==================== design 1
design_1/clock_nets.png
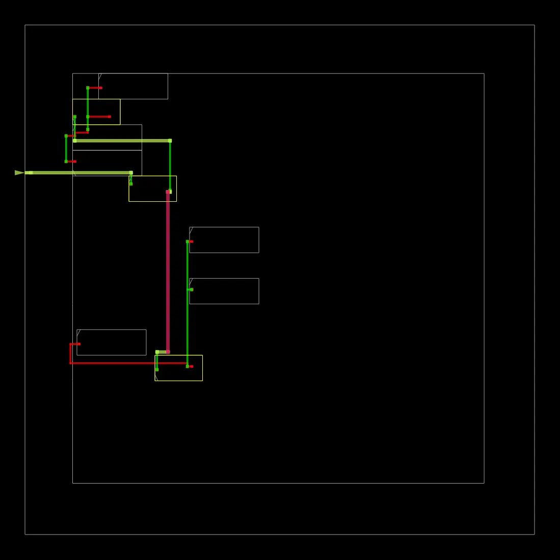

--- src/rtl/pipeline_stall_ctrl_pkg.sv ---
// -----------------------------------------------------------------------------
// pipeline_stall_ctrl_pkg
// Shared encodings for the 5-stage MIPS hazard logic: Tuse/Tnew codes, MD
// tracker state encoding, default MD latencies and the GPR hazard helper used
// by the stall decoder.
// Optional feature macro used elsewhere in this slice: STALL_STATS_EN.
// -----------------------------------------------------------------------------
package pipeline_stall_ctrl_pkg;

  // Tuse: cycles until the ID instruction consumes an operand; 3 = not used.
  localparam logic [1:0] TUSE_0    = 2'd0;
  localparam logic [1:0] TUSE_1    = 2'd1;
  localparam logic [1:0] TUSE_2    = 2'd2;
  localparam logic [1:0] TUSE_NONE = 2'd3;

  // Tnew: cycles until a producer's result can be forwarded.
  localparam logic [1:0] TNEW_0 = 2'd0;
  localparam logic [1:0] TNEW_1 = 2'd1;
  localparam logic [1:0] TNEW_2 = 2'd2;

  // Default multi-cycle MD unit latencies.
  localparam int MULT_CYCLES_DEF = 5;
  localparam int DIV_CYCLES_DEF  = 10;
  localparam int CNT_W_DEF       = 4;

  typedef enum logic [0:0] {
    MD_IDLE = 1'b0,
    MD_BUSY = 1'b1
  } md_state_e;

  // A source operand must wait when a younger-stage producer writes the same
  // non-zero register and its result arrives later than the operand is needed.
  // TUSE_NONE can never lose this comparison since Tnew tops out at 2.
  function automatic logic gpr_hazard(
    input logic [4:0] src,
    input logic [1:0] tuse,
    input logic [4:0] dst_e,
    input logic [1:0] tnew_e,
    input logic [4:0] dst_m,
    input logic [1:0] tnew_m
  );
    logic hit_e;
    logic hit_m;
    hit_e = (src == dst_e) && (tnew_e > tuse);
    hit_m = (src == dst_m) && (tnew_m > tuse);
    return (src != 5'd0) && (hit_e || hit_m);
  endfunction

endpackage

--- src/rtl/pipeline_stall_ctrl_if.sv ---
// -----------------------------------------------------------------------------
// pipeline_stall_ctrl_if
// Bundles the hazard-detection signals between the pipeline datapath and the
// stall controller.
//   master : pipeline side -- drives ID/EX/MEM hazard info, receives enables
//   slave  : stall controller -- receives hazard info, drives enables/md_busy
// Signals:
//   rs_d, rt_d, tuse_rs_d, tuse_rt_d, md_use_d   ID-stage operand usage
//   dst_e, tnew_e, dst_m, tnew_m                 EX/MEM producers
//   md_start_e, md_div_e                         MD op start pulse + kind
//   en_pc, en_if_id, flush_id_ex, md_busy        controller outputs
// -----------------------------------------------------------------------------
interface pipeline_stall_ctrl_if;

  logic [4:0] rs_d;
  logic [4:0] rt_d;
  logic [1:0] tuse_rs_d;
  logic [1:0] tuse_rt_d;
  logic       md_use_d;
  logic [4:0] dst_e;
  logic [1:0] tnew_e;
  logic [4:0] dst_m;
  logic [1:0] tnew_m;
  logic       md_start_e;
  logic       md_div_e;
  logic       en_pc;
  logic       en_if_id;
  logic       flush_id_ex;
  logic       md_busy;

  modport master (
    output rs_d, rt_d, tuse_rs_d, tuse_rt_d, md_use_d,
    output dst_e, tnew_e, dst_m, tnew_m, md_start_e, md_div_e,
    input  en_pc, en_if_id, flush_id_ex, md_busy
  );

  modport slave (
    input  rs_d, rt_d, tuse_rs_d, tuse_rt_d, md_use_d,
    input  dst_e, tnew_e, dst_m, tnew_m, md_start_e, md_div_e,
    output en_pc, en_if_id, flush_id_ex, md_busy
  );

endinterface

--- src/rtl/pipeline_stall_ctrl_md_busy_tracker.sv ---
// -----------------------------------------------------------------------------
// md_busy_tracker
// Tracks the multi-cycle mult/div unit. A start pulse loads a countdown with
// the op latency; md_busy is high for exactly that many cycles beginning the
// cycle after the pulse. Starts seen while busy are ignored (the pipeline
// stalls the MD instruction in ID, so none should arrive).
// Ports:
//   clk      in  clock
//   reset    in  synchronous active-high; abandons any op in flight
//   md_start in  one-cycle start pulse from EX
//   md_div   in  1 = div/divu latency, 0 = mult/multu latency
//   md_busy  out registered busy flag
// -----------------------------------------------------------------------------
module md_busy_tracker
  import pipeline_stall_ctrl_pkg::*;
#(
  parameter int MULT_CYCLES = MULT_CYCLES_DEF,
  parameter int DIV_CYCLES  = DIV_CYCLES_DEF,
  parameter int CNT_W       = CNT_W_DEF
) (
  input  logic clk,
  input  logic reset,
  input  logic md_start,
  input  logic md_div,
  output logic md_busy
);

  md_state_e        state_reg;
  logic [CNT_W-1:0] cnt_reg;
  logic             busy_reg;

  always_ff @(posedge clk) begin
    if (reset) begin
      state_reg <= MD_IDLE;
      cnt_reg   <= '0;
      busy_reg  <= 1'b0;
    end else begin
      case (state_reg)
        MD_IDLE: begin
          if (md_start) begin
            state_reg <= MD_BUSY;
            cnt_reg   <= md_div ? CNT_W'(DIV_CYCLES) : CNT_W'(MULT_CYCLES);
            busy_reg  <= 1'b1;
          end
        end
        MD_BUSY: begin
          // cnt_reg holds the busy cycles remaining including this one.
          if (cnt_reg == CNT_W'(1)) begin
            state_reg <= MD_IDLE;
            cnt_reg   <= '0;
            busy_reg  <= 1'b0;
          end else begin
            cnt_reg <= cnt_reg - CNT_W'(1);
          end
        end
      endcase
    end
  end

  assign md_busy = busy_reg;

endmodule

--- src/rtl/pipeline_stall_ctrl.sv ---
// -----------------------------------------------------------------------------
// pipeline_stall_ctrl
// Hazard/stall controller for the 5-stage MIPS pipeline. Decodes, in the same
// cycle, GPR RAW hazards (Tuse/Tnew rule against EX and MEM producers) and
// MD-unit structural hazards, and drives PC enable, IF/ID enable and ID/EX
// flush. The MD busy countdown lives in md_busy_tracker.
// Ports:
//   clk          in   clock
//   reset        in   synchronous active-high; outputs forced to
//                     en_pc=en_if_id=flush_id_ex=1 while asserted
//   hz           slave modport of pipeline_stall_ctrl_if
//   stall_count  out  [31:0] stall cycle counter (STALL_STATS_EN only)
// Optional feature macro: STALL_STATS_EN.
// -----------------------------------------------------------------------------
module pipeline_stall_ctrl
  import pipeline_stall_ctrl_pkg::*;
#(
  parameter int MULT_CYCLES = MULT_CYCLES_DEF,
  parameter int DIV_CYCLES  = DIV_CYCLES_DEF,
  parameter int CNT_W       = CNT_W_DEF   // must hold max(MULT_CYCLES, DIV_CYCLES)
) (
  input  logic                  clk,
  input  logic                  reset,
  pipeline_stall_ctrl_if.slave  hz
`ifdef STALL_STATS_EN
  ,
  output logic [31:0]           stall_count
`endif
);

  // Operand 0 = rs, operand 1 = rt; both go through the same hazard check.
  logic [4:0] src_addr [2];
  logic [1:0] src_tuse [2];
  logic [1:0] src_stall;
  logic       stall_md;
  logic       stall;
  logic       md_busy_w;

  assign src_addr[0] = hz.rs_d;
  assign src_addr[1] = hz.rt_d;
  assign src_tuse[0] = hz.tuse_rs_d;
  assign src_tuse[1] = hz.tuse_rt_d;

  generate
    for (genvar gi = 0; gi < 2; gi++) begin : g_src
      assign src_stall[gi] = gpr_hazard(src_addr[gi], src_tuse[gi],
                                        hz.dst_e, hz.tnew_e,
                                        hz.dst_m, hz.tnew_m);
    end
  endgenerate

  // A start in EX this cycle blocks an MD instruction in ID just like a busy
  // unit does; md_busy only rises the following cycle.
  assign stall_md = hz.md_use_d & (hz.md_start_e | md_busy_w);
  assign stall    = (|src_stall) | stall_md;

  assign hz.en_pc       = reset | ~stall;
  assign hz.en_if_id    = reset | ~stall;
  assign hz.flush_id_ex = reset | stall;
  assign hz.md_busy     = md_busy_w;

  md_busy_tracker #(
    .MULT_CYCLES (MULT_CYCLES),
    .DIV_CYCLES  (DIV_CYCLES),
    .CNT_W       (CNT_W)
  ) u_md_busy_tracker (
    .clk      (clk),
    .reset    (reset),
    .md_start (hz.md_start_e),
    .md_div   (hz.md_div_e),
    .md_busy  (md_busy_w)
  );

`ifdef STALL_STATS_EN
  logic [31:0] stall_count_reg;

  // Free-running, wraps at 2^32.
  always_ff @(posedge clk) begin
    if (reset) begin
      stall_count_reg <= '0;
    end else if (stall) begin
      stall_count_reg <= stall_count_reg + 32'd1;
    end
  end

  assign stall_count = stall_count_reg;
`endif

endmodule

--- src/flat_wrapper.sv ---
// flat-port wrapper written by rule: the top's interface ports become plain ports
module pipeline_stall_ctrl_flat import pipeline_stall_ctrl_pkg::*;
#(
  parameter int MULT_CYCLES = MULT_CYCLES_DEF,
  parameter int DIV_CYCLES  = DIV_CYCLES_DEF,
  parameter int CNT_W       = CNT_W_DEF                                            
)
  (clk, reset, hz_rs_d, hz_rt_d, hz_tuse_rs_d, hz_tuse_rt_d, hz_md_use_d, hz_dst_e, hz_tnew_e, hz_dst_m, hz_tnew_m, hz_md_start_e, hz_md_div_e, hz_en_pc, hz_en_if_id, hz_flush_id_ex, hz_md_busy);
  pipeline_stall_ctrl_if hz_i ();
  input  logic clk;
  input  logic reset;
  input wire logic [$bits(hz_i.rs_d)-1:0] hz_rs_d;
  input wire logic [$bits(hz_i.rt_d)-1:0] hz_rt_d;
  input wire logic [$bits(hz_i.tuse_rs_d)-1:0] hz_tuse_rs_d;
  input wire logic [$bits(hz_i.tuse_rt_d)-1:0] hz_tuse_rt_d;
  input wire logic [$bits(hz_i.md_use_d)-1:0] hz_md_use_d;
  input wire logic [$bits(hz_i.dst_e)-1:0] hz_dst_e;
  input wire logic [$bits(hz_i.tnew_e)-1:0] hz_tnew_e;
  input wire logic [$bits(hz_i.dst_m)-1:0] hz_dst_m;
  input wire logic [$bits(hz_i.tnew_m)-1:0] hz_tnew_m;
  input wire logic [$bits(hz_i.md_start_e)-1:0] hz_md_start_e;
  input wire logic [$bits(hz_i.md_div_e)-1:0] hz_md_div_e;
  output wire logic [$bits(hz_i.en_pc)-1:0] hz_en_pc;
  output wire logic [$bits(hz_i.en_if_id)-1:0] hz_en_if_id;
  output wire logic [$bits(hz_i.flush_id_ex)-1:0] hz_flush_id_ex;
  output wire logic [$bits(hz_i.md_busy)-1:0] hz_md_busy;
  assign hz_i.rs_d = hz_rs_d;
  assign hz_i.rt_d = hz_rt_d;
  assign hz_i.tuse_rs_d = hz_tuse_rs_d;
  assign hz_i.tuse_rt_d = hz_tuse_rt_d;
  assign hz_i.md_use_d = hz_md_use_d;
  assign hz_i.dst_e = hz_dst_e;
  assign hz_i.tnew_e = hz_tnew_e;
  assign hz_i.dst_m = hz_dst_m;
  assign hz_i.tnew_m = hz_tnew_m;
  assign hz_i.md_start_e = hz_md_start_e;
  assign hz_i.md_div_e = hz_md_div_e;
  assign hz_en_pc = hz_i.en_pc;
  assign hz_en_if_id = hz_i.en_if_id;
  assign hz_flush_id_ex = hz_i.flush_id_ex;
  assign hz_md_busy = hz_i.md_busy;
  pipeline_stall_ctrl #(.MULT_CYCLES(MULT_CYCLES), .DIV_CYCLES(DIV_CYCLES), .CNT_W(CNT_W)) u_core (.clk(clk), .reset(reset), .hz(hz_i));
endmodule
--- config.mk ---
export PLATFORM = sky130hd
export DESIGN_NAME = pipeline_stall_ctrl_flat
export DESIGN_NICKNAME = d
export VERILOG_FILES = /design/src/rtl/pipeline_stall_ctrl_pkg.sv /design/src/rtl/pipeline_stall_ctrl_if.sv /design/src/rtl/pipeline_stall_ctrl_md_busy_tracker.sv /design/src/rtl/pipeline_stall_ctrl.sv /design/src/flat_wrapper.sv
export SDC_FILE = /design/constraint.sdc
export NUM_CORES = 1
export LEC_CHECK = 0
export CORE_MARGIN = 5
export CORE_UTILIZATION = 40
export CTS_BUF_LIST = sky130_fd_sc_hd__clkbuf_8 sky130_fd_sc_hd__clkbuf_16
export DETAILED_ROUTE_END_ITERATION = 16
export PLACE_DENSITY = 0.79
export SLEW_MARGIN = 10
export SYNTH_ARGS = -nofsm -noshare
export SYNTH_HDL_FRONTEND = slang
export SYNTH_SLANG_ARGS = --single-unit
--- constraint.sdc ---
create_clock -name clk -period 2.9 [get_ports clk]
set_input_delay 0.58 -clock clk [delete_from_list [all_inputs] [get_ports clk]]
set_output_delay 0.58 -clock clk [all_outputs]
set_load 0.05 [all_outputs]
==================== design 2
[src/rtl/cordic_iter_ctrl.sv]
// Iterative CORDIC sequencer: one shared micro-rotation step per cycle,
// ITERS steps per job, valid/ready on both sides.
module cordic_iter_ctrl #(
  parameter int DW    = 16,
  parameter int AW    = 16,
  parameter int ITERS = 12
) (
  input  logic          clk_i,
  input  logic          rst_ni,
  input  logic          in_valid_i,
  output logic          in_ready_o,
  input  logic          in_mode_i,
  input  logic [DW-1:0] in_x_i,
  input  logic [DW-1:0] in_y_i,
  input  logic [AW-1:0] in_a_i,
  output logic          out_valid_o,
  input  logic          out_ready_i,
  output logic [DW-1:0] out_x_o,
  output logic [DW-1:0] out_y_o,
  output logic [AW-1:0] out_a_o,
  output logic          busy_o
);

  localparam int MINW = (DW < AW) ? DW : AW;
  localparam int IW   = (ITERS > 1) ? $clog2(ITERS) : 1;

  if (ITERS < 1 || ITERS > MINW - 1) begin : g_bad_iters
    $error("cordic_iter_ctrl: ITERS out of range");
  end

  typedef logic [ITERS-1:0][AW-1:0] atan_tbl_t;

  // atan(2^-i) scaled so that 2^(AW-1) == pi, rounded to nearest
  function automatic atan_tbl_t build_atan();
    atan_tbl_t tbl;
    real       pi_r;
    real       scale;
    real       x;
    real       p;
    real       s;
    logic [AW-1:0] v;
    pi_r  = 3.14159265358979323846;
    scale = 1.0;
    tbl   = '0;
    for (int k = 0; k < AW - 1; k++) begin
      scale = scale * 2.0;
    end
    for (int i = ITERS - 1; i >= 0; i--) begin
      if (i == 0) begin
        s = pi_r / 4.0;
      end else begin
        x = 1.0;
        for (int k = 0; k < i; k++) begin
          x = x / 2.0;
        end
        p = x;
        s = 0.0;
        for (int k = 0; k < 40; k++) begin
          if ((k % 2) == 0) s = s + p / real'(2 * k + 1);
          else              s = s - p / real'(2 * k + 1);
          p = p * x * x;
        end
      end
      v   = AW'($rtoi(s / pi_r * scale + 0.5));
      tbl = atan_tbl_t'({tbl, v});
    end
    return tbl;
  endfunction

  localparam atan_tbl_t ATAN = build_atan();

  typedef enum logic [1:0] {
    IDLE = 2'd0,
    RUN  = 2'd1,
    DONE = 2'd2
  } state_t;

  state_t                state_q;
  logic [IW-1:0]         iter_q;
  logic                  mode_q;
  logic signed [DW-1:0]  x_q;
  logic signed [DW-1:0]  y_q;
  logic signed [AW-1:0]  a_q;

  logic signed [DW-1:0]  xs;
  logic signed [DW-1:0]  ys;
  logic [AW-1:0]         t;
  logic                  d;
  logic                  ccw;
  logic signed [DW-1:0]  x_nx;
  logic signed [DW-1:0]  y_nx;
  logic signed [AW-1:0]  a_nx;
  logic                  last;

  assign xs   = x_q >>> iter_q;
  assign ys   = y_q >>> iter_q;
  assign t    = ATAN[iter_q];
  assign last = (iter_q == IW'(ITERS - 1));

  // d picks the angle direction; ccw picks the x/y rotation sense
  always_comb begin
    d    = 1'b0;
    ccw  = 1'b0;
    x_nx = x_q;
    y_nx = y_q;
    a_nx = a_q;
    unique case (1'b1)
      mode_q:  d = y_q[DW-1];
      default: d = a_q[AW-1];
    endcase
    ccw = mode_q ? d : ~d;
    if (ccw) begin
      x_nx = x_q - ys;
      y_nx = y_q + xs;
    end else begin
      x_nx = x_q + ys;
      y_nx = y_q - xs;
    end
    if (d) a_nx = a_q + $signed(t);
    else   a_nx = a_q - $signed(t);
  end

  always_ff @(posedge clk_i or negedge rst_ni) begin
    if (!rst_ni) begin
      state_q     <= IDLE;
      iter_q      <= '0;
      mode_q      <= 1'b0;
      x_q         <= '0;
      y_q         <= '0;
      a_q         <= '0;
      in_ready_o  <= 1'b1;
      out_valid_o <= 1'b0;
      busy_o      <= 1'b0;
    end else begin
      unique case (state_q)
        IDLE: begin
          if (in_valid_i) begin
            x_q        <= in_x_i;
            y_q        <= in_y_i;
            a_q        <= in_a_i;
            mode_q     <= in_mode_i;
            iter_q     <= '0;
            state_q    <= RUN;
            in_ready_o <= 1'b0;
            busy_o     <= 1'b1;
          end
        end
        RUN: begin
          x_q <= x_nx;
          y_q <= y_nx;
          a_q <= a_nx;
          if (last) begin
            iter_q      <= '0;
            state_q     <= DONE;
            out_valid_o <= 1'b1;
          end else begin
            iter_q <= iter_q + 1'b1;
          end
        end
        DONE: begin
          if (out_ready_i) begin
            state_q     <= IDLE;
            out_valid_o <= 1'b0;
            in_ready_o  <= 1'b1;
            busy_o      <= 1'b0;
          end
        end
        default: begin
          state_q     <= IDLE;
          in_ready_o  <= 1'b1;
          out_valid_o <= 1'b0;
          busy_o      <= 1'b0;
        end
      endcase
    end
  end

  assign out_x_o = x_q;
  assign out_y_o = y_q;
  assign out_a_o = a_q;

endmodule

[config.mk]
export PLATFORM = sky130hd
export DESIGN_NAME = cordic_iter_ctrl
export DESIGN_NICKNAME = d
export VERILOG_FILES = /design/src/rtl/cordic_iter_ctrl.sv
export SDC_FILE = /design/constraint.sdc
export NUM_CORES = 1
export LEC_CHECK = 0
export CORE_ASPECT_RATIO = 0.7
export CORE_MARGIN = 2
export CORE_UTILIZATION = 50
export CTS_BUF_LIST = sky130_fd_sc_hd__clkbuf_16
export CTS_CLUSTER_SIZE = 10
export DETAILED_ROUTE_END_ITERATION = 8
export HOLD_SLACK_MARGIN = 0.02
export PLACE_DENSITY = 0.72
export SLEW_MARGIN = 20
export SYNTH_ARGS = -nofsm -noshare
export SYNTH_HDL_FRONTEND = slang
export SYNTH_SLANG_ARGS = --single-unit
[constraint.sdc]
create_clock -name clk_i -period 5.9 [get_ports clk_i]
set_input_delay 1.77 -clock clk_i [delete_from_list [all_inputs] [get_ports clk_i]]
set_output_delay 1.77 -clock clk_i [all_outputs]
set_load 0.005 [all_outputs]
==================== design 3
[src/rtl/cabac_pkg.sv]
// rtl/cabac_pkg.sv - shared CABAC constants and feeder state encoding
package cabac_pkg;
    localparam int VALUE_W    = 16;
    localparam int BYTE_W     = 8;
    localparam int INIT_BYTES = 2;

    typedef enum logic [1:0] {
        IDLE = 2'd0,
        INIT = 2'd1,
        RUN  = 2'd2
    } feeder_state_t;
endpackage

[src/rtl/cabac_byte_buffer.sv]
// rtl/cabac_byte_buffer.sv - bit buffer with bit counter; CABAC_FEEDER_PREFETCH_EN adds a spare byte
module cabac_byte_buffer #(
    parameter int BYTE_W = cabac_pkg::BYTE_W,
    parameter int CNT_W  = $clog2(BYTE_W + 1)
) (
    input  logic              clk,
    input  logic              rst,
    input  logic              flush_i,
    input  logic              load_i,
    input  logic [BYTE_W-1:0] byte_i,
    input  logic              shift_i,
    output logic              bit_o,
    output logic [CNT_W-1:0]  bits_left_o,
    output logic              accept_o
);
    localparam logic [CNT_W-1:0] FULL = CNT_W'(BYTE_W);
    localparam logic [CNT_W-1:0] ONE  = CNT_W'(1);

    logic [BYTE_W-1:0] bitbuf_q, bitbuf_d;
    logic [CNT_W-1:0]  bits_q, bits_d;

    assign bit_o       = bitbuf_q[BYTE_W-1];
    assign bits_left_o = bits_q;

`ifdef CABAC_FEEDER_PREFETCH_EN
    logic [BYTE_W-1:0] spare_q, spare_d;
    logic              spare_full_q, spare_full_d;

    assign accept_o = ~spare_full_q;

    always_comb begin
        bitbuf_d     = bitbuf_q;
        bits_d       = bits_q;
        spare_d      = spare_q;
        spare_full_d = spare_full_q;
        if (flush_i) begin
            bitbuf_d     = '0;
            bits_d       = '0;
            spare_full_d = 1'b0;
        end else if (shift_i) begin
            // last bit leaves: refill from spare (or the arriving byte) to avoid a bubble
            if (bits_q == ONE && spare_full_q) begin
                bitbuf_d     = spare_q;
                bits_d       = FULL;
                spare_full_d = 1'b0;
            end else if (bits_q == ONE && load_i) begin
                bitbuf_d = byte_i;
                bits_d   = FULL;
            end else begin
                bitbuf_d = bitbuf_q << 1;
                bits_d   = bits_q - ONE;
                if (load_i) begin
                    spare_d      = byte_i;
                    spare_full_d = 1'b1;
                end
            end
        end else if (load_i) begin
            if (bits_q == '0) begin
                bitbuf_d = byte_i;
                bits_d   = FULL;
            end else begin
                spare_d      = byte_i;
                spare_full_d = 1'b1;
            end
        end
    end

    always_ff @(posedge clk or posedge rst) begin
        if (rst) begin
            spare_q      <= '0;
            spare_full_q <= 1'b0;
        end else begin
            spare_q      <= spare_d;
            spare_full_q <= spare_full_d;
        end
    end
`else
    // load only happens when empty and shift only when non-empty, so they never coincide
    assign accept_o = (bits_q == '0);

    always_comb begin
        bitbuf_d = bitbuf_q;
        bits_d   = bits_q;
        if (flush_i) begin
            bitbuf_d = '0;
            bits_d   = '0;
        end else if (load_i) begin
            bitbuf_d = byte_i;
            bits_d   = FULL;
        end else if (shift_i) begin
            bitbuf_d = bitbuf_q << 1;
            bits_d   = bits_q - ONE;
        end
    end
`endif

    always_ff @(posedge clk or posedge rst) begin
        if (rst) begin
            bitbuf_q <= '0;
            bits_q   <= '0;
        end else begin
            bitbuf_q <= bitbuf_d;
            bits_q   <= bits_d;
        end
    end
endmodule

[src/rtl/cabac_bit_feeder.sv]
// rtl/cabac_bit_feeder.sv - m_value register and bitstream refill for DecodeBinEP
// Optional CABAC_FEEDER_PREFETCH_EN (in cabac_byte_buffer) removes the refill bubble.
module cabac_bit_feeder #(
    parameter int VALUE_W = cabac_pkg::VALUE_W,
    parameter int BYTE_W  = cabac_pkg::BYTE_W
) (
    input  logic               clk,
    input  logic               rst,
    input  logic               start,
    input  logic [BYTE_W-1:0]  byte_in,
    input  logic               byte_valid,
    output logic               byte_ready,
    output logic               init_done,
    output logic [VALUE_W-1:0] m_value_out,
    output logic [VALUE_W:0]   new_m_value,
    output logic               value_valid,
    input  logic               bin_done,
    input  logic [VALUE_W-1:0] m_value_upd
);
    import cabac_pkg::*;

    localparam int CNT_W      = $clog2(BYTE_W + 1);
    localparam int INIT_CNT_W = (INIT_BYTES > 1) ? $clog2(INIT_BYTES) : 1;
    localparam logic [INIT_CNT_W-1:0] INIT_LAST = INIT_CNT_W'(INIT_BYTES - 1);

    feeder_state_t          state_q, state_d;
    logic [INIT_CNT_W-1:0]  init_cnt_q, init_cnt_d;
    logic [VALUE_W-1:0]     m_value_q, m_value_d;

    logic                   buf_bit;
    logic [CNT_W-1:0]       bits_left;
    logic                   buf_accept;
    logic                   xfer;
    logic                   bin_take;

    // start blocks the handshake so a byte is never accepted into a buffer being flushed
    assign byte_ready  = ~start & ((state_q == INIT) | ((state_q == RUN) & buf_accept));
    assign xfer        = byte_valid & byte_ready;
    assign value_valid = (state_q == RUN) & (bits_left != '0);
    assign bin_take    = bin_done & value_valid;
    assign init_done   = (state_q == RUN);
    assign m_value_out = m_value_q;
    assign new_m_value = {m_value_q, buf_bit};

    cabac_byte_buffer #(
        .BYTE_W (BYTE_W),
        .CNT_W  (CNT_W)
    ) u_byte_buffer (
        .clk         (clk),
        .rst         (rst),
        .flush_i     (start),
        .load_i      (xfer & (state_q == RUN)),
        .byte_i      (byte_in),
        .shift_i     (bin_take),
        .bit_o       (buf_bit),
        .bits_left_o (bits_left),
        .accept_o    (buf_accept)
    );

    always_comb begin
        state_d    = state_q;
        init_cnt_d = init_cnt_q;
        m_value_d  = m_value_q;
        if (start) begin
            state_d    = INIT;
            init_cnt_d = '0;
        end else begin
            case (state_q)
                INIT: begin
                    if (xfer) begin
                        m_value_d = {m_value_q[VALUE_W-BYTE_W-1:0], byte_in};
                        if (init_cnt_q == INIT_LAST) begin
                            state_d = RUN;
                        end else begin
                            init_cnt_d = init_cnt_q + INIT_CNT_W'(1);
                        end
                    end
                end
                RUN: begin
                    if (bin_take) begin
                        m_value_d = m_value_upd;
                    end
                end
                default: begin
                    state_d = state_q;
                end
            endcase
        end
    end

    always_ff @(posedge clk or posedge rst) begin
        if (rst) begin
            state_q    <= IDLE;
            init_cnt_q <= '0;
            m_value_q  <= '0;
        end else begin
            state_q    <= state_d;
            init_cnt_q <= init_cnt_d;
            m_value_q  <= m_value_d;
        end
    end
endmodule

[config.mk]
export PLATFORM = sky130hd
export DESIGN_NAME = cabac_bit_feeder
export DESIGN_NICKNAME = d
export VERILOG_FILES = /design/src/rtl/cabac_pkg.sv /design/src/rtl/cabac_byte_buffer.sv /design/src/rtl/cabac_bit_feeder.sv
export SDC_FILE = /design/constraint.sdc
export NUM_CORES = 1
export LEC_CHECK = 0
export CAP_MARGIN = 25
export CORE_ASPECT_RATIO = 0.9
export CORE_UTILIZATION = 45
export DETAILED_ROUTE_END_ITERATION = 8
export PLACE_DENSITY_LB_ADDON = 0.3
export REMOVE_ABC_BUFFERS = 1
export SLEW_MARGIN = 10
export SYNTH_ARGS = -nofsm -noshare
export SYNTH_HDL_FRONTEND = slang
export SYNTH_SLANG_ARGS = --single-unit
[constraint.sdc]
create_clock -name clk -period 2.2 [get_ports clk]
set_clock_uncertainty 0.05 [all_clocks]
set_input_delay 0.33 -clock clk [delete_from_list [all_inputs] [get_ports clk]]
set_output_delay 0.33 -clock clk [all_outputs]
set_load 0.05 [all_outputs]
==================== design 4
File: src/rtl/vga_ram_arbiter.sv
// vga_ram_arbiter: shares one single-port VGA RAM between the mono text
// VGA engine (absolute priority, slot announced one cycle ahead) and the
// CPU (latched request, serviced in free cycles, one-cycle ack pulse).
module vga_ram_arbiter #(
    parameter int ADDR_WIDTH = 16,
    parameter int DATA_WIDTH = 8
) (
    input  logic                  i_clk,
    input  logic                  i_reset,
    input  logic [ADDR_WIDTH-1:0] i_vga_addr,
    input  logic                  i_vga_cs,
    input  logic                  i_vga_access,
    output logic [DATA_WIDTH-1:0] o_vga_dat,
    input  logic [ADDR_WIDTH-1:0] i_cpu_addr,
    input  logic [DATA_WIDTH-1:0] i_cpu_dat,
    input  logic                  i_cpu_we,
    input  logic                  i_cpu_cs,
    output logic [DATA_WIDTH-1:0] o_cpu_dat,
    output logic                  o_cpu_ack,
    output logic                  o_cpu_busy,
    output logic [ADDR_WIDTH-1:0] o_ram_addr,
    output logic [DATA_WIDTH-1:0] o_ram_dat,
    output logic                  o_ram_we,
    output logic                  o_ram_cs,
    input  logic [DATA_WIDTH-1:0] i_ram_dat,
    output logic                  o_vga_error
);

    localparam logic [1:0] S_IDLE    = 2'd0;
    localparam logic [1:0] S_PENDING = 2'd1;
    localparam logic [1:0] S_DONE    = 2'd2;

    logic [1:0]            state;
    logic                  r_vga_slot;
    logic [ADDR_WIDTH-1:0] lat_addr;
    logic [DATA_WIDTH-1:0] lat_dat;
    logic                  lat_we;
    logic                  vga_own;
    logic                  cpu_go;

    // The VGA engine owns the cycle it reserved last cycle, and also any cycle
    // it drives cs in (even unreserved -- that case is flagged as an error).
    assign vga_own    = r_vga_slot || i_vga_cs;
    assign cpu_go     = (state == S_PENDING) && !vga_own;
    assign o_cpu_busy = (state != S_IDLE);
    assign o_vga_dat  = i_ram_dat;

    // Slot reservation: the access announcement takes effect one cycle later.
    always_ff @(posedge i_clk) begin
        if (i_reset) r_vga_slot <= 1'b0;
        else         r_vga_slot <= i_vga_access;
    end

    // CPU request FSM: capture in IDLE, wait for a free cycle, ack for one cycle.
    always_ff @(posedge i_clk) begin
        if (i_reset) begin
            state <= S_IDLE;
        end else begin
            case (state)
                S_IDLE:    if (i_cpu_cs) state <= S_PENDING;
                S_PENDING: if (cpu_go)   state <= S_DONE;
                S_DONE:                  state <= S_IDLE;
                default:                 state <= S_IDLE;
            endcase
        end
    end

    // Request latch; loaded only when a new request is accepted in IDLE.
    always_ff @(posedge i_clk) begin
        if (i_reset) begin
            lat_addr <= '0;
            lat_dat  <= '0;
            lat_we   <= 1'b0;
        end else if (state == S_IDLE && i_cpu_cs) begin
            lat_addr <= i_cpu_addr;
            lat_dat  <= i_cpu_dat;
            lat_we   <= i_cpu_we;
        end
    end

    // CPU completion: ack pulses in the cycle after the RAM access; read data
    // is held until the next read completes (writes leave it alone).
    always_ff @(posedge i_clk) begin
        if (i_reset) begin
            o_cpu_ack <= 1'b0;
            o_cpu_dat <= '0;
        end else begin
            o_cpu_ack <= cpu_go;
            if (cpu_go && !lat_we) o_cpu_dat <= i_ram_dat;
        end
    end

    // Sticky protocol error: VGA select without a reserved slot.
    always_ff @(posedge i_clk) begin
        if (i_reset)                        o_vga_error <= 1'b0;
        else if (i_vga_cs && !r_vga_slot)   o_vga_error <= 1'b1;
    end

    // RAM port mux: VGA first, then the pending CPU access, otherwise idle.
    always_comb begin
        o_ram_addr = '0;
        o_ram_dat  = '0;
        o_ram_we   = 1'b0;
        o_ram_cs   = 1'b0;
        if (vga_own) begin
            o_ram_addr = i_vga_addr;
            o_ram_cs   = i_vga_cs;
        end else if (cpu_go) begin
            o_ram_addr = lat_addr;
            o_ram_dat  = lat_dat;
            o_ram_we   = lat_we;
            o_ram_cs   = 1'b1;
        end
    end

endmodule
File: config.mk
export PLATFORM = sky130hd
export DESIGN_NAME = vga_ram_arbiter
export DESIGN_NICKNAME = d
export VERILOG_FILES = /design/src/rtl/vga_ram_arbiter.sv
export SDC_FILE = /design/constraint.sdc
export NUM_CORES = 1
export LEC_CHECK = 0
export CAP_MARGIN = 10
export CORE_MARGIN = 4
export CORE_UTILIZATION = 41
export DETAILED_ROUTE_END_ITERATION = 10
export PLACE_DENSITY_LB_ADDON = 0.3
export SYNTH_ARGS = -nofsm -noshare
export SYNTH_HDL_FRONTEND = slang
export SYNTH_SLANG_ARGS = --single-unit
File: constraint.sdc
create_clock -name i_clk -period 2.6 [get_ports i_clk]
set_input_delay 0.52 -clock i_clk [delete_from_list [all_inputs] [get_ports i_clk]]
set_output_delay 0.52 -clock i_clk [all_outputs]
set_load 0.05 [all_outputs]

==> layout pictures side by side <==
Ports around the boundary.
Pins as bars across the die edge, other pins in gray.
Plate I
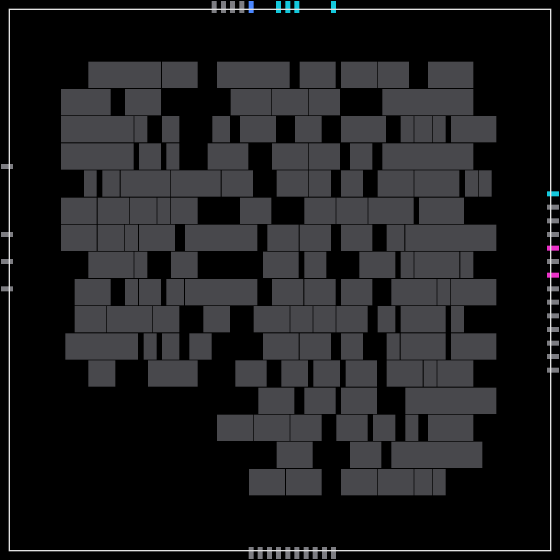
Plate II
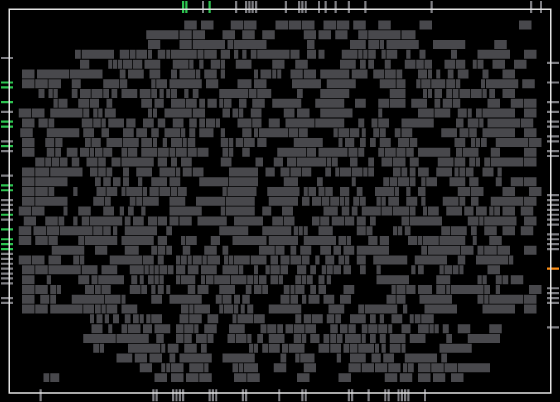
Plate III
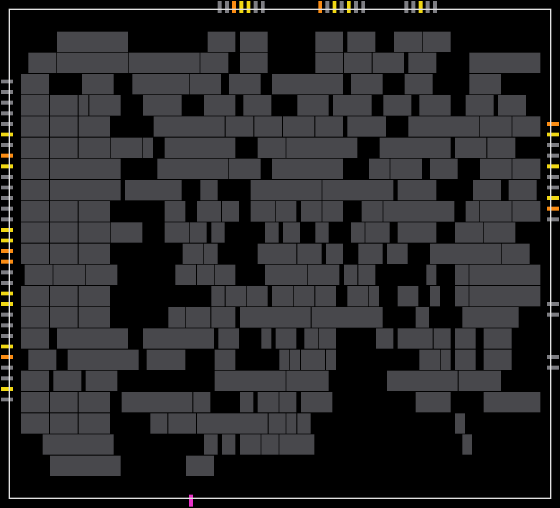
Plate IV
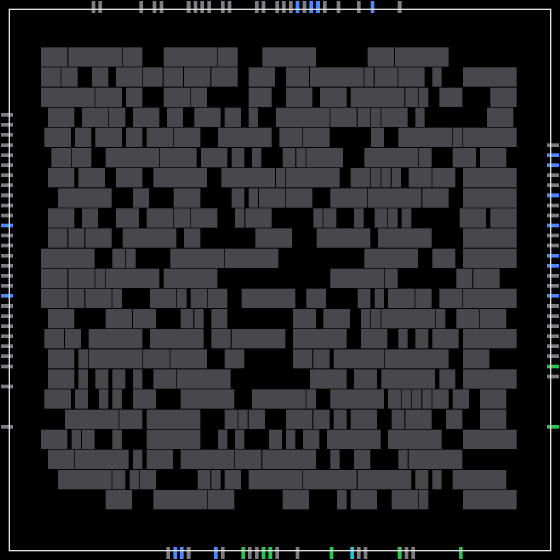
Plate II -> design 2
Plate I -> design 1
Plate IV -> design 4
Plate III -> design 3
Of these, fewest pins: Plate I

Key to Plate IV:
green -> `o_ram_dat`  # pins 8, direction output, edge 6 south, 2 east
cyan -> `o_cpu_busy`  # pins 1, direction output, edge south
blue -> `o_ram_addr`  # pins 16, direction output, edge 7 east, 4 north, 3 south, 2 west

design_4/clock_nets.png
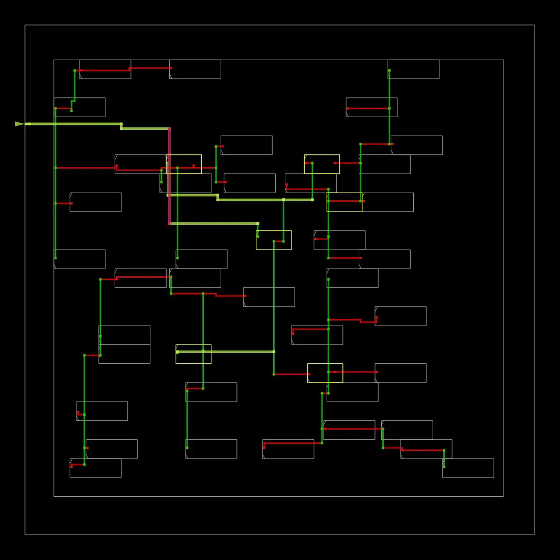
post-route clock skew: 0.00301 ns
number of buffers created by CTS: 5
total number of clock tree sinks: 38
Flop Count: 38

==> impl_metrics.py, design 4 <==
# Synthesis and PnR figures
metrics = {
    "worst_setup_path": {
        "critical_register_to_register_path_endpoint": "lat_dat[6]",
    },
    "final_layout": {
        "nMultiInputCombCells": 138,
        "most_flops_register": "lat_addr",
        "inverters_non_clock": 1,
        "flip_flop_and_latch_share_of_the_layout_cell_area_pct": 25.4,
        "sh_comb_area_pct": 27.0,
    },
    "timing": {
        "tightestPinTransition_ns": 0.940,
        "post_route_clock_period_utilization_pct": 96.9,
        "fin_ws_ns": 0.0817,
        "max_freq_mhz": 397,
    },
    "run_status": {
        "run_status": "completed",
    },
    "synthesis": {
        "synth.top_cells.by_area": "dfxtp_1 44%, nand2_1 11%, a22o_1 8.1%",
        "syn_nets": 255,
        "post_synth_and_or_nand_nor_area_fraction_pct": 25.2,
        "yosysUniqueCellTypes": 23,
        "ys.warnings.count": 0,
    },
    "global_route": {
        "gr-total-overflow": 0,
        "grt_most_used_layer": "met2",
    },
    "min_path": {
        "whs_endpoint": "lat_dat[0]",
    },
}
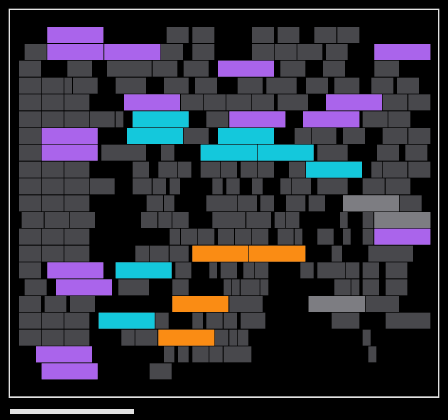
design_3/ff_map.png
Scale bar: 20 um. Other sequential cells in the stronger gray, the rest of the logic in the fainter gray.
orange -> `u_byte_buffer.bits_left_o`  # placed flops 4
purple -> `m_value_out`  # placed flops 16, where widely spread
cyan -> `u_byte_buffer.bitbuf_q`  # placed flops 8
not colored = 3
area of all sequential standard cells: 776 um^2

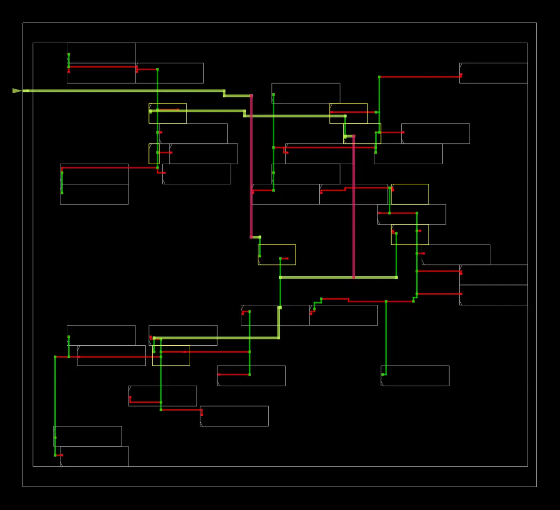
design_3/clock_nets.png
Flop Count: 31
source-to-sink clock delay at the later pin of the worst-skew pair: 0.29 ns
Clock buffer cells: 8
number of buffers created by CTS: 5

==> impl_metrics.py, design 3 <==
# Synthesis and PnR figures
metrics = {
    "clocking": {
        "cts_root_buffer": "clkbuf_8",
        "clock_sink_count": 31,
    },
    "global_route": {
        "globalRouteTotalUtil_pct": 21.4,
        "met1_usage_pct": 24.9,
    },
    "worst_setup_path": {
        "cp-startpoint": "u_byte_buffer.bits_left_o[0]",
        "cpPeakStageDelay_ns": 0.40,
        "critPathRequiredTime_ns": 1.82,
        "critical_path.slowest_cell": "dfrtp_1",
    },
    "final_layout": {
        "nonClkBufAreaFrac_pct": 30.1,
        "layout.cell_area.non_filler_mm2": 0.00259,
        "largest_register_ff_count": 16,
        "post-route-util_pct": 68.0,
        "clock_tree_cell_share_of_total_cell_area_pct": 3.86,
    },
    "floorplan": {
        "design.portCount": 65,
        "die.size.x_um": 69.3,
    },
    "synthesis": {
        "share_of_flip_flops_with_an_asynchronous_set_or_reset_pct": 100,
        "ff_type": "dfrtp_1",
    },
    "drt": {
        "drt-pass1-iter-count": 4,
        "post_drt_via_cell_ratio": 5.60,
    },
    "timing": {
        "timing.hold.ws_ns": 0.268,
        "fin_ws_ns": 0.0908,
    },
    "run_status": {
        "run_status": "completed",
    },
}
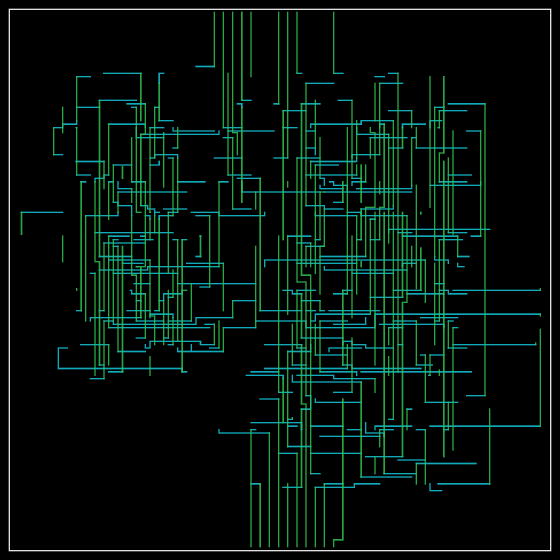
design_1/layers.png
Only two layers are drawn.
cyan -> M1  # wire length 800 um
green -> M2  # wire length 1320 um
Avg WL per Cell: 14.5 um
overall track demand over capacity in global routing: 16.5%
vias: 818
DRT Wirelength: 2330 um

## Picture notes: design_1/clock_nets.png
total number of clock tree sinks: 6
Clock buffer cells: 3

==> impl_metrics.py, design 1 <==
# Synthesis and PnR figures
metrics = {
    "synthesis": {
        "share_of_flip_flops_with_an_asynchronous_set_or_reset_pct": 0,
        "ys.warnings.count": 0,
        "synth-xor-area-share_pct": 22.5,
        "synthCells": 98,
        "synth.cells.most_frequent": "12 x xnor2_1, 11 x inv_1, 10 x ha_1, 8 x xor2_1, 7 x a21oi_1",
    },
    "run_status": {
        "run_status": "completed",
    },
    "final_layout": {
        "layout_top_cells": "25 x clkdlybuf4s50_1, 12 x xnor2_1, 8 x xor2_1, 8 x dlymetal6s2s_1",
        "nonClkBufAreaFrac_pct": 30.6,
        "syn_to_final_growth_pct": 68.2,
        "layout_top_cell": "clkdlybuf4s50_1",
    },
    "placed_design": {
        "dp_cells": 158,
        "place_worst_setup_slack_ns": -0.120,
        "place.gp.congestion": 0.914,
    },
    "worst_setup_path": {
        "ff2ff_path_depth": 6,
    },
    "drt": {
        "detailroute.wirelength.met3_um": 173,
        "drtIter0Drc": 3,
    },
    "flow_run": {
        "timing.max_cap.violations": 0,
    },
    "floorplan": {
        "core_mm2": 0.00190,
    },
    "clocking": {
        "register_clock_pin_slew_on_the_reported_worst_setup_and_hold_paths_ns": 0.03,
        "cts_buffer_depth": 2,
    },
    "global_route": {
        "gr-total-overflow": 0,
    },
}
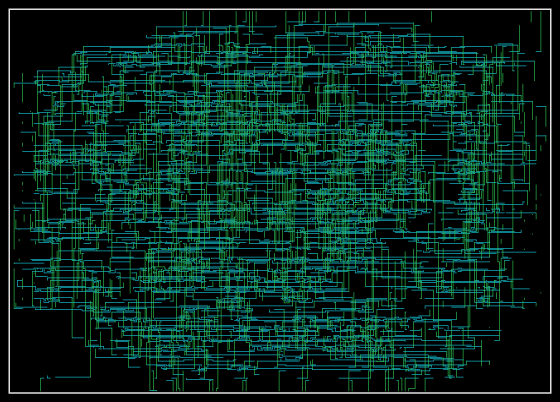
design_2/layers.png
Only two layers are drawn.
cyan -> M1  # wire length 11100 um
green -> M2  # wire length 8400 um
vias: 7281
overall track demand over capacity in global routing: 28.0%
DRT Wirelength: 22100 um

==> impl_metrics.py, design 2 <==
# Synthesis and PnR figures
metrics = {
    "clocking": {
        "clock_sink_count": 58,
        "postCtsHoldBufs": 0,
        "cts_root_buffer": "clkbuf_16",
        "register_clock_pin_slew_on_the_reported_worst_setup_and_hold_paths_ns": 0.06,
    },
    "floorplan": {
        "core_mm2": 0.0146,
        "die.size.x_um": 150,
        "design.portCount": 104,
    },
    "worst_setup_path": {
        "cp-startpoint": "iter_q[0]",
    },
    "synthesis": {
        "synth_top_area_share_pct": 19.1,
        "synthCells": 888,
        "yosysUniqueCellTypes": 69,
        "ff_type": "dfrtp_1",
    },
    "timing": {
        "slew-limit-headroom_pct": 45.9,
        "post_route_clock_period_utilization_pct": 87.9,
        "fin_worst_skew_ns": 0.00420,
    },
    "min_path": {
        "hold_path_depth": 2,
    },
    "run_status": {
        "run_status": "completed",
    },
}


==> gallery <==
Gate families picked out.
picture 1
Scale bar: 50 um.
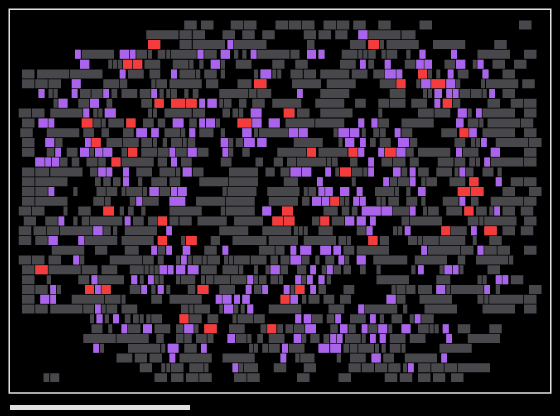
picture 2
Scale bar: 20 um.
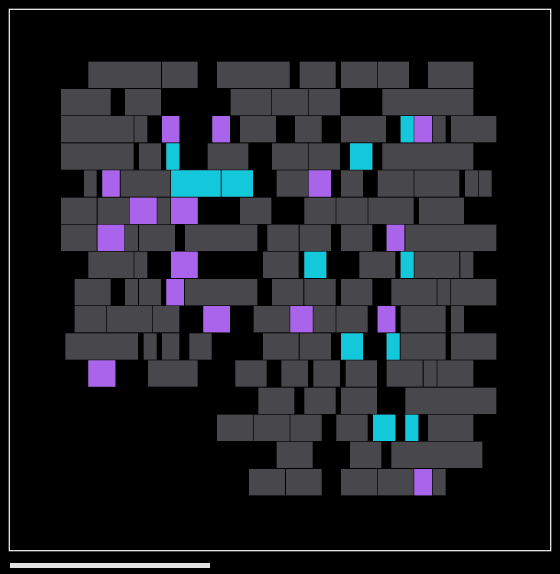
picture 3
Scale bar: 20 um.
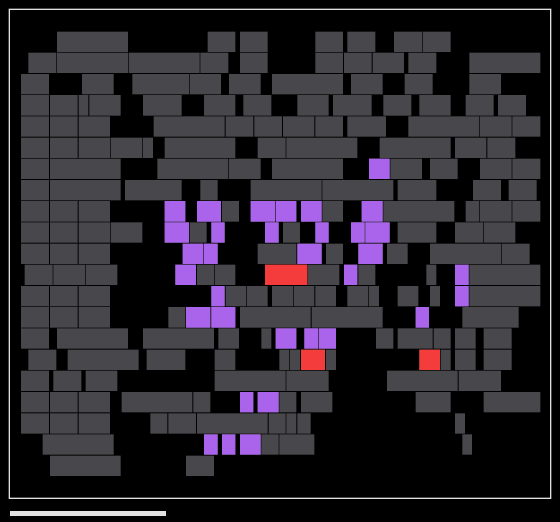
picture 4
Scale bar: 20 um.
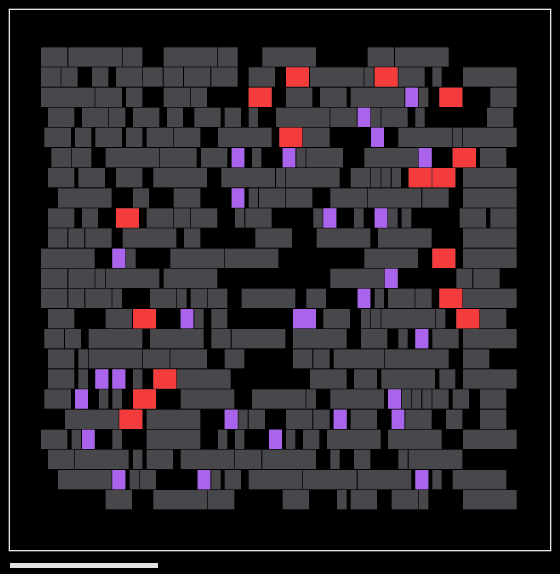
Picture 2 is design 1.
Picture 4 is design 4.
Picture 3 is design 3.
Picture 1 is design 2.
The one with the smallest die is picture 2.
The one with the most cells is picture 1.

Key to picture 2:
purple -> aoi and oai cells  # cells 16
cyan -> nand cells  # cells 11

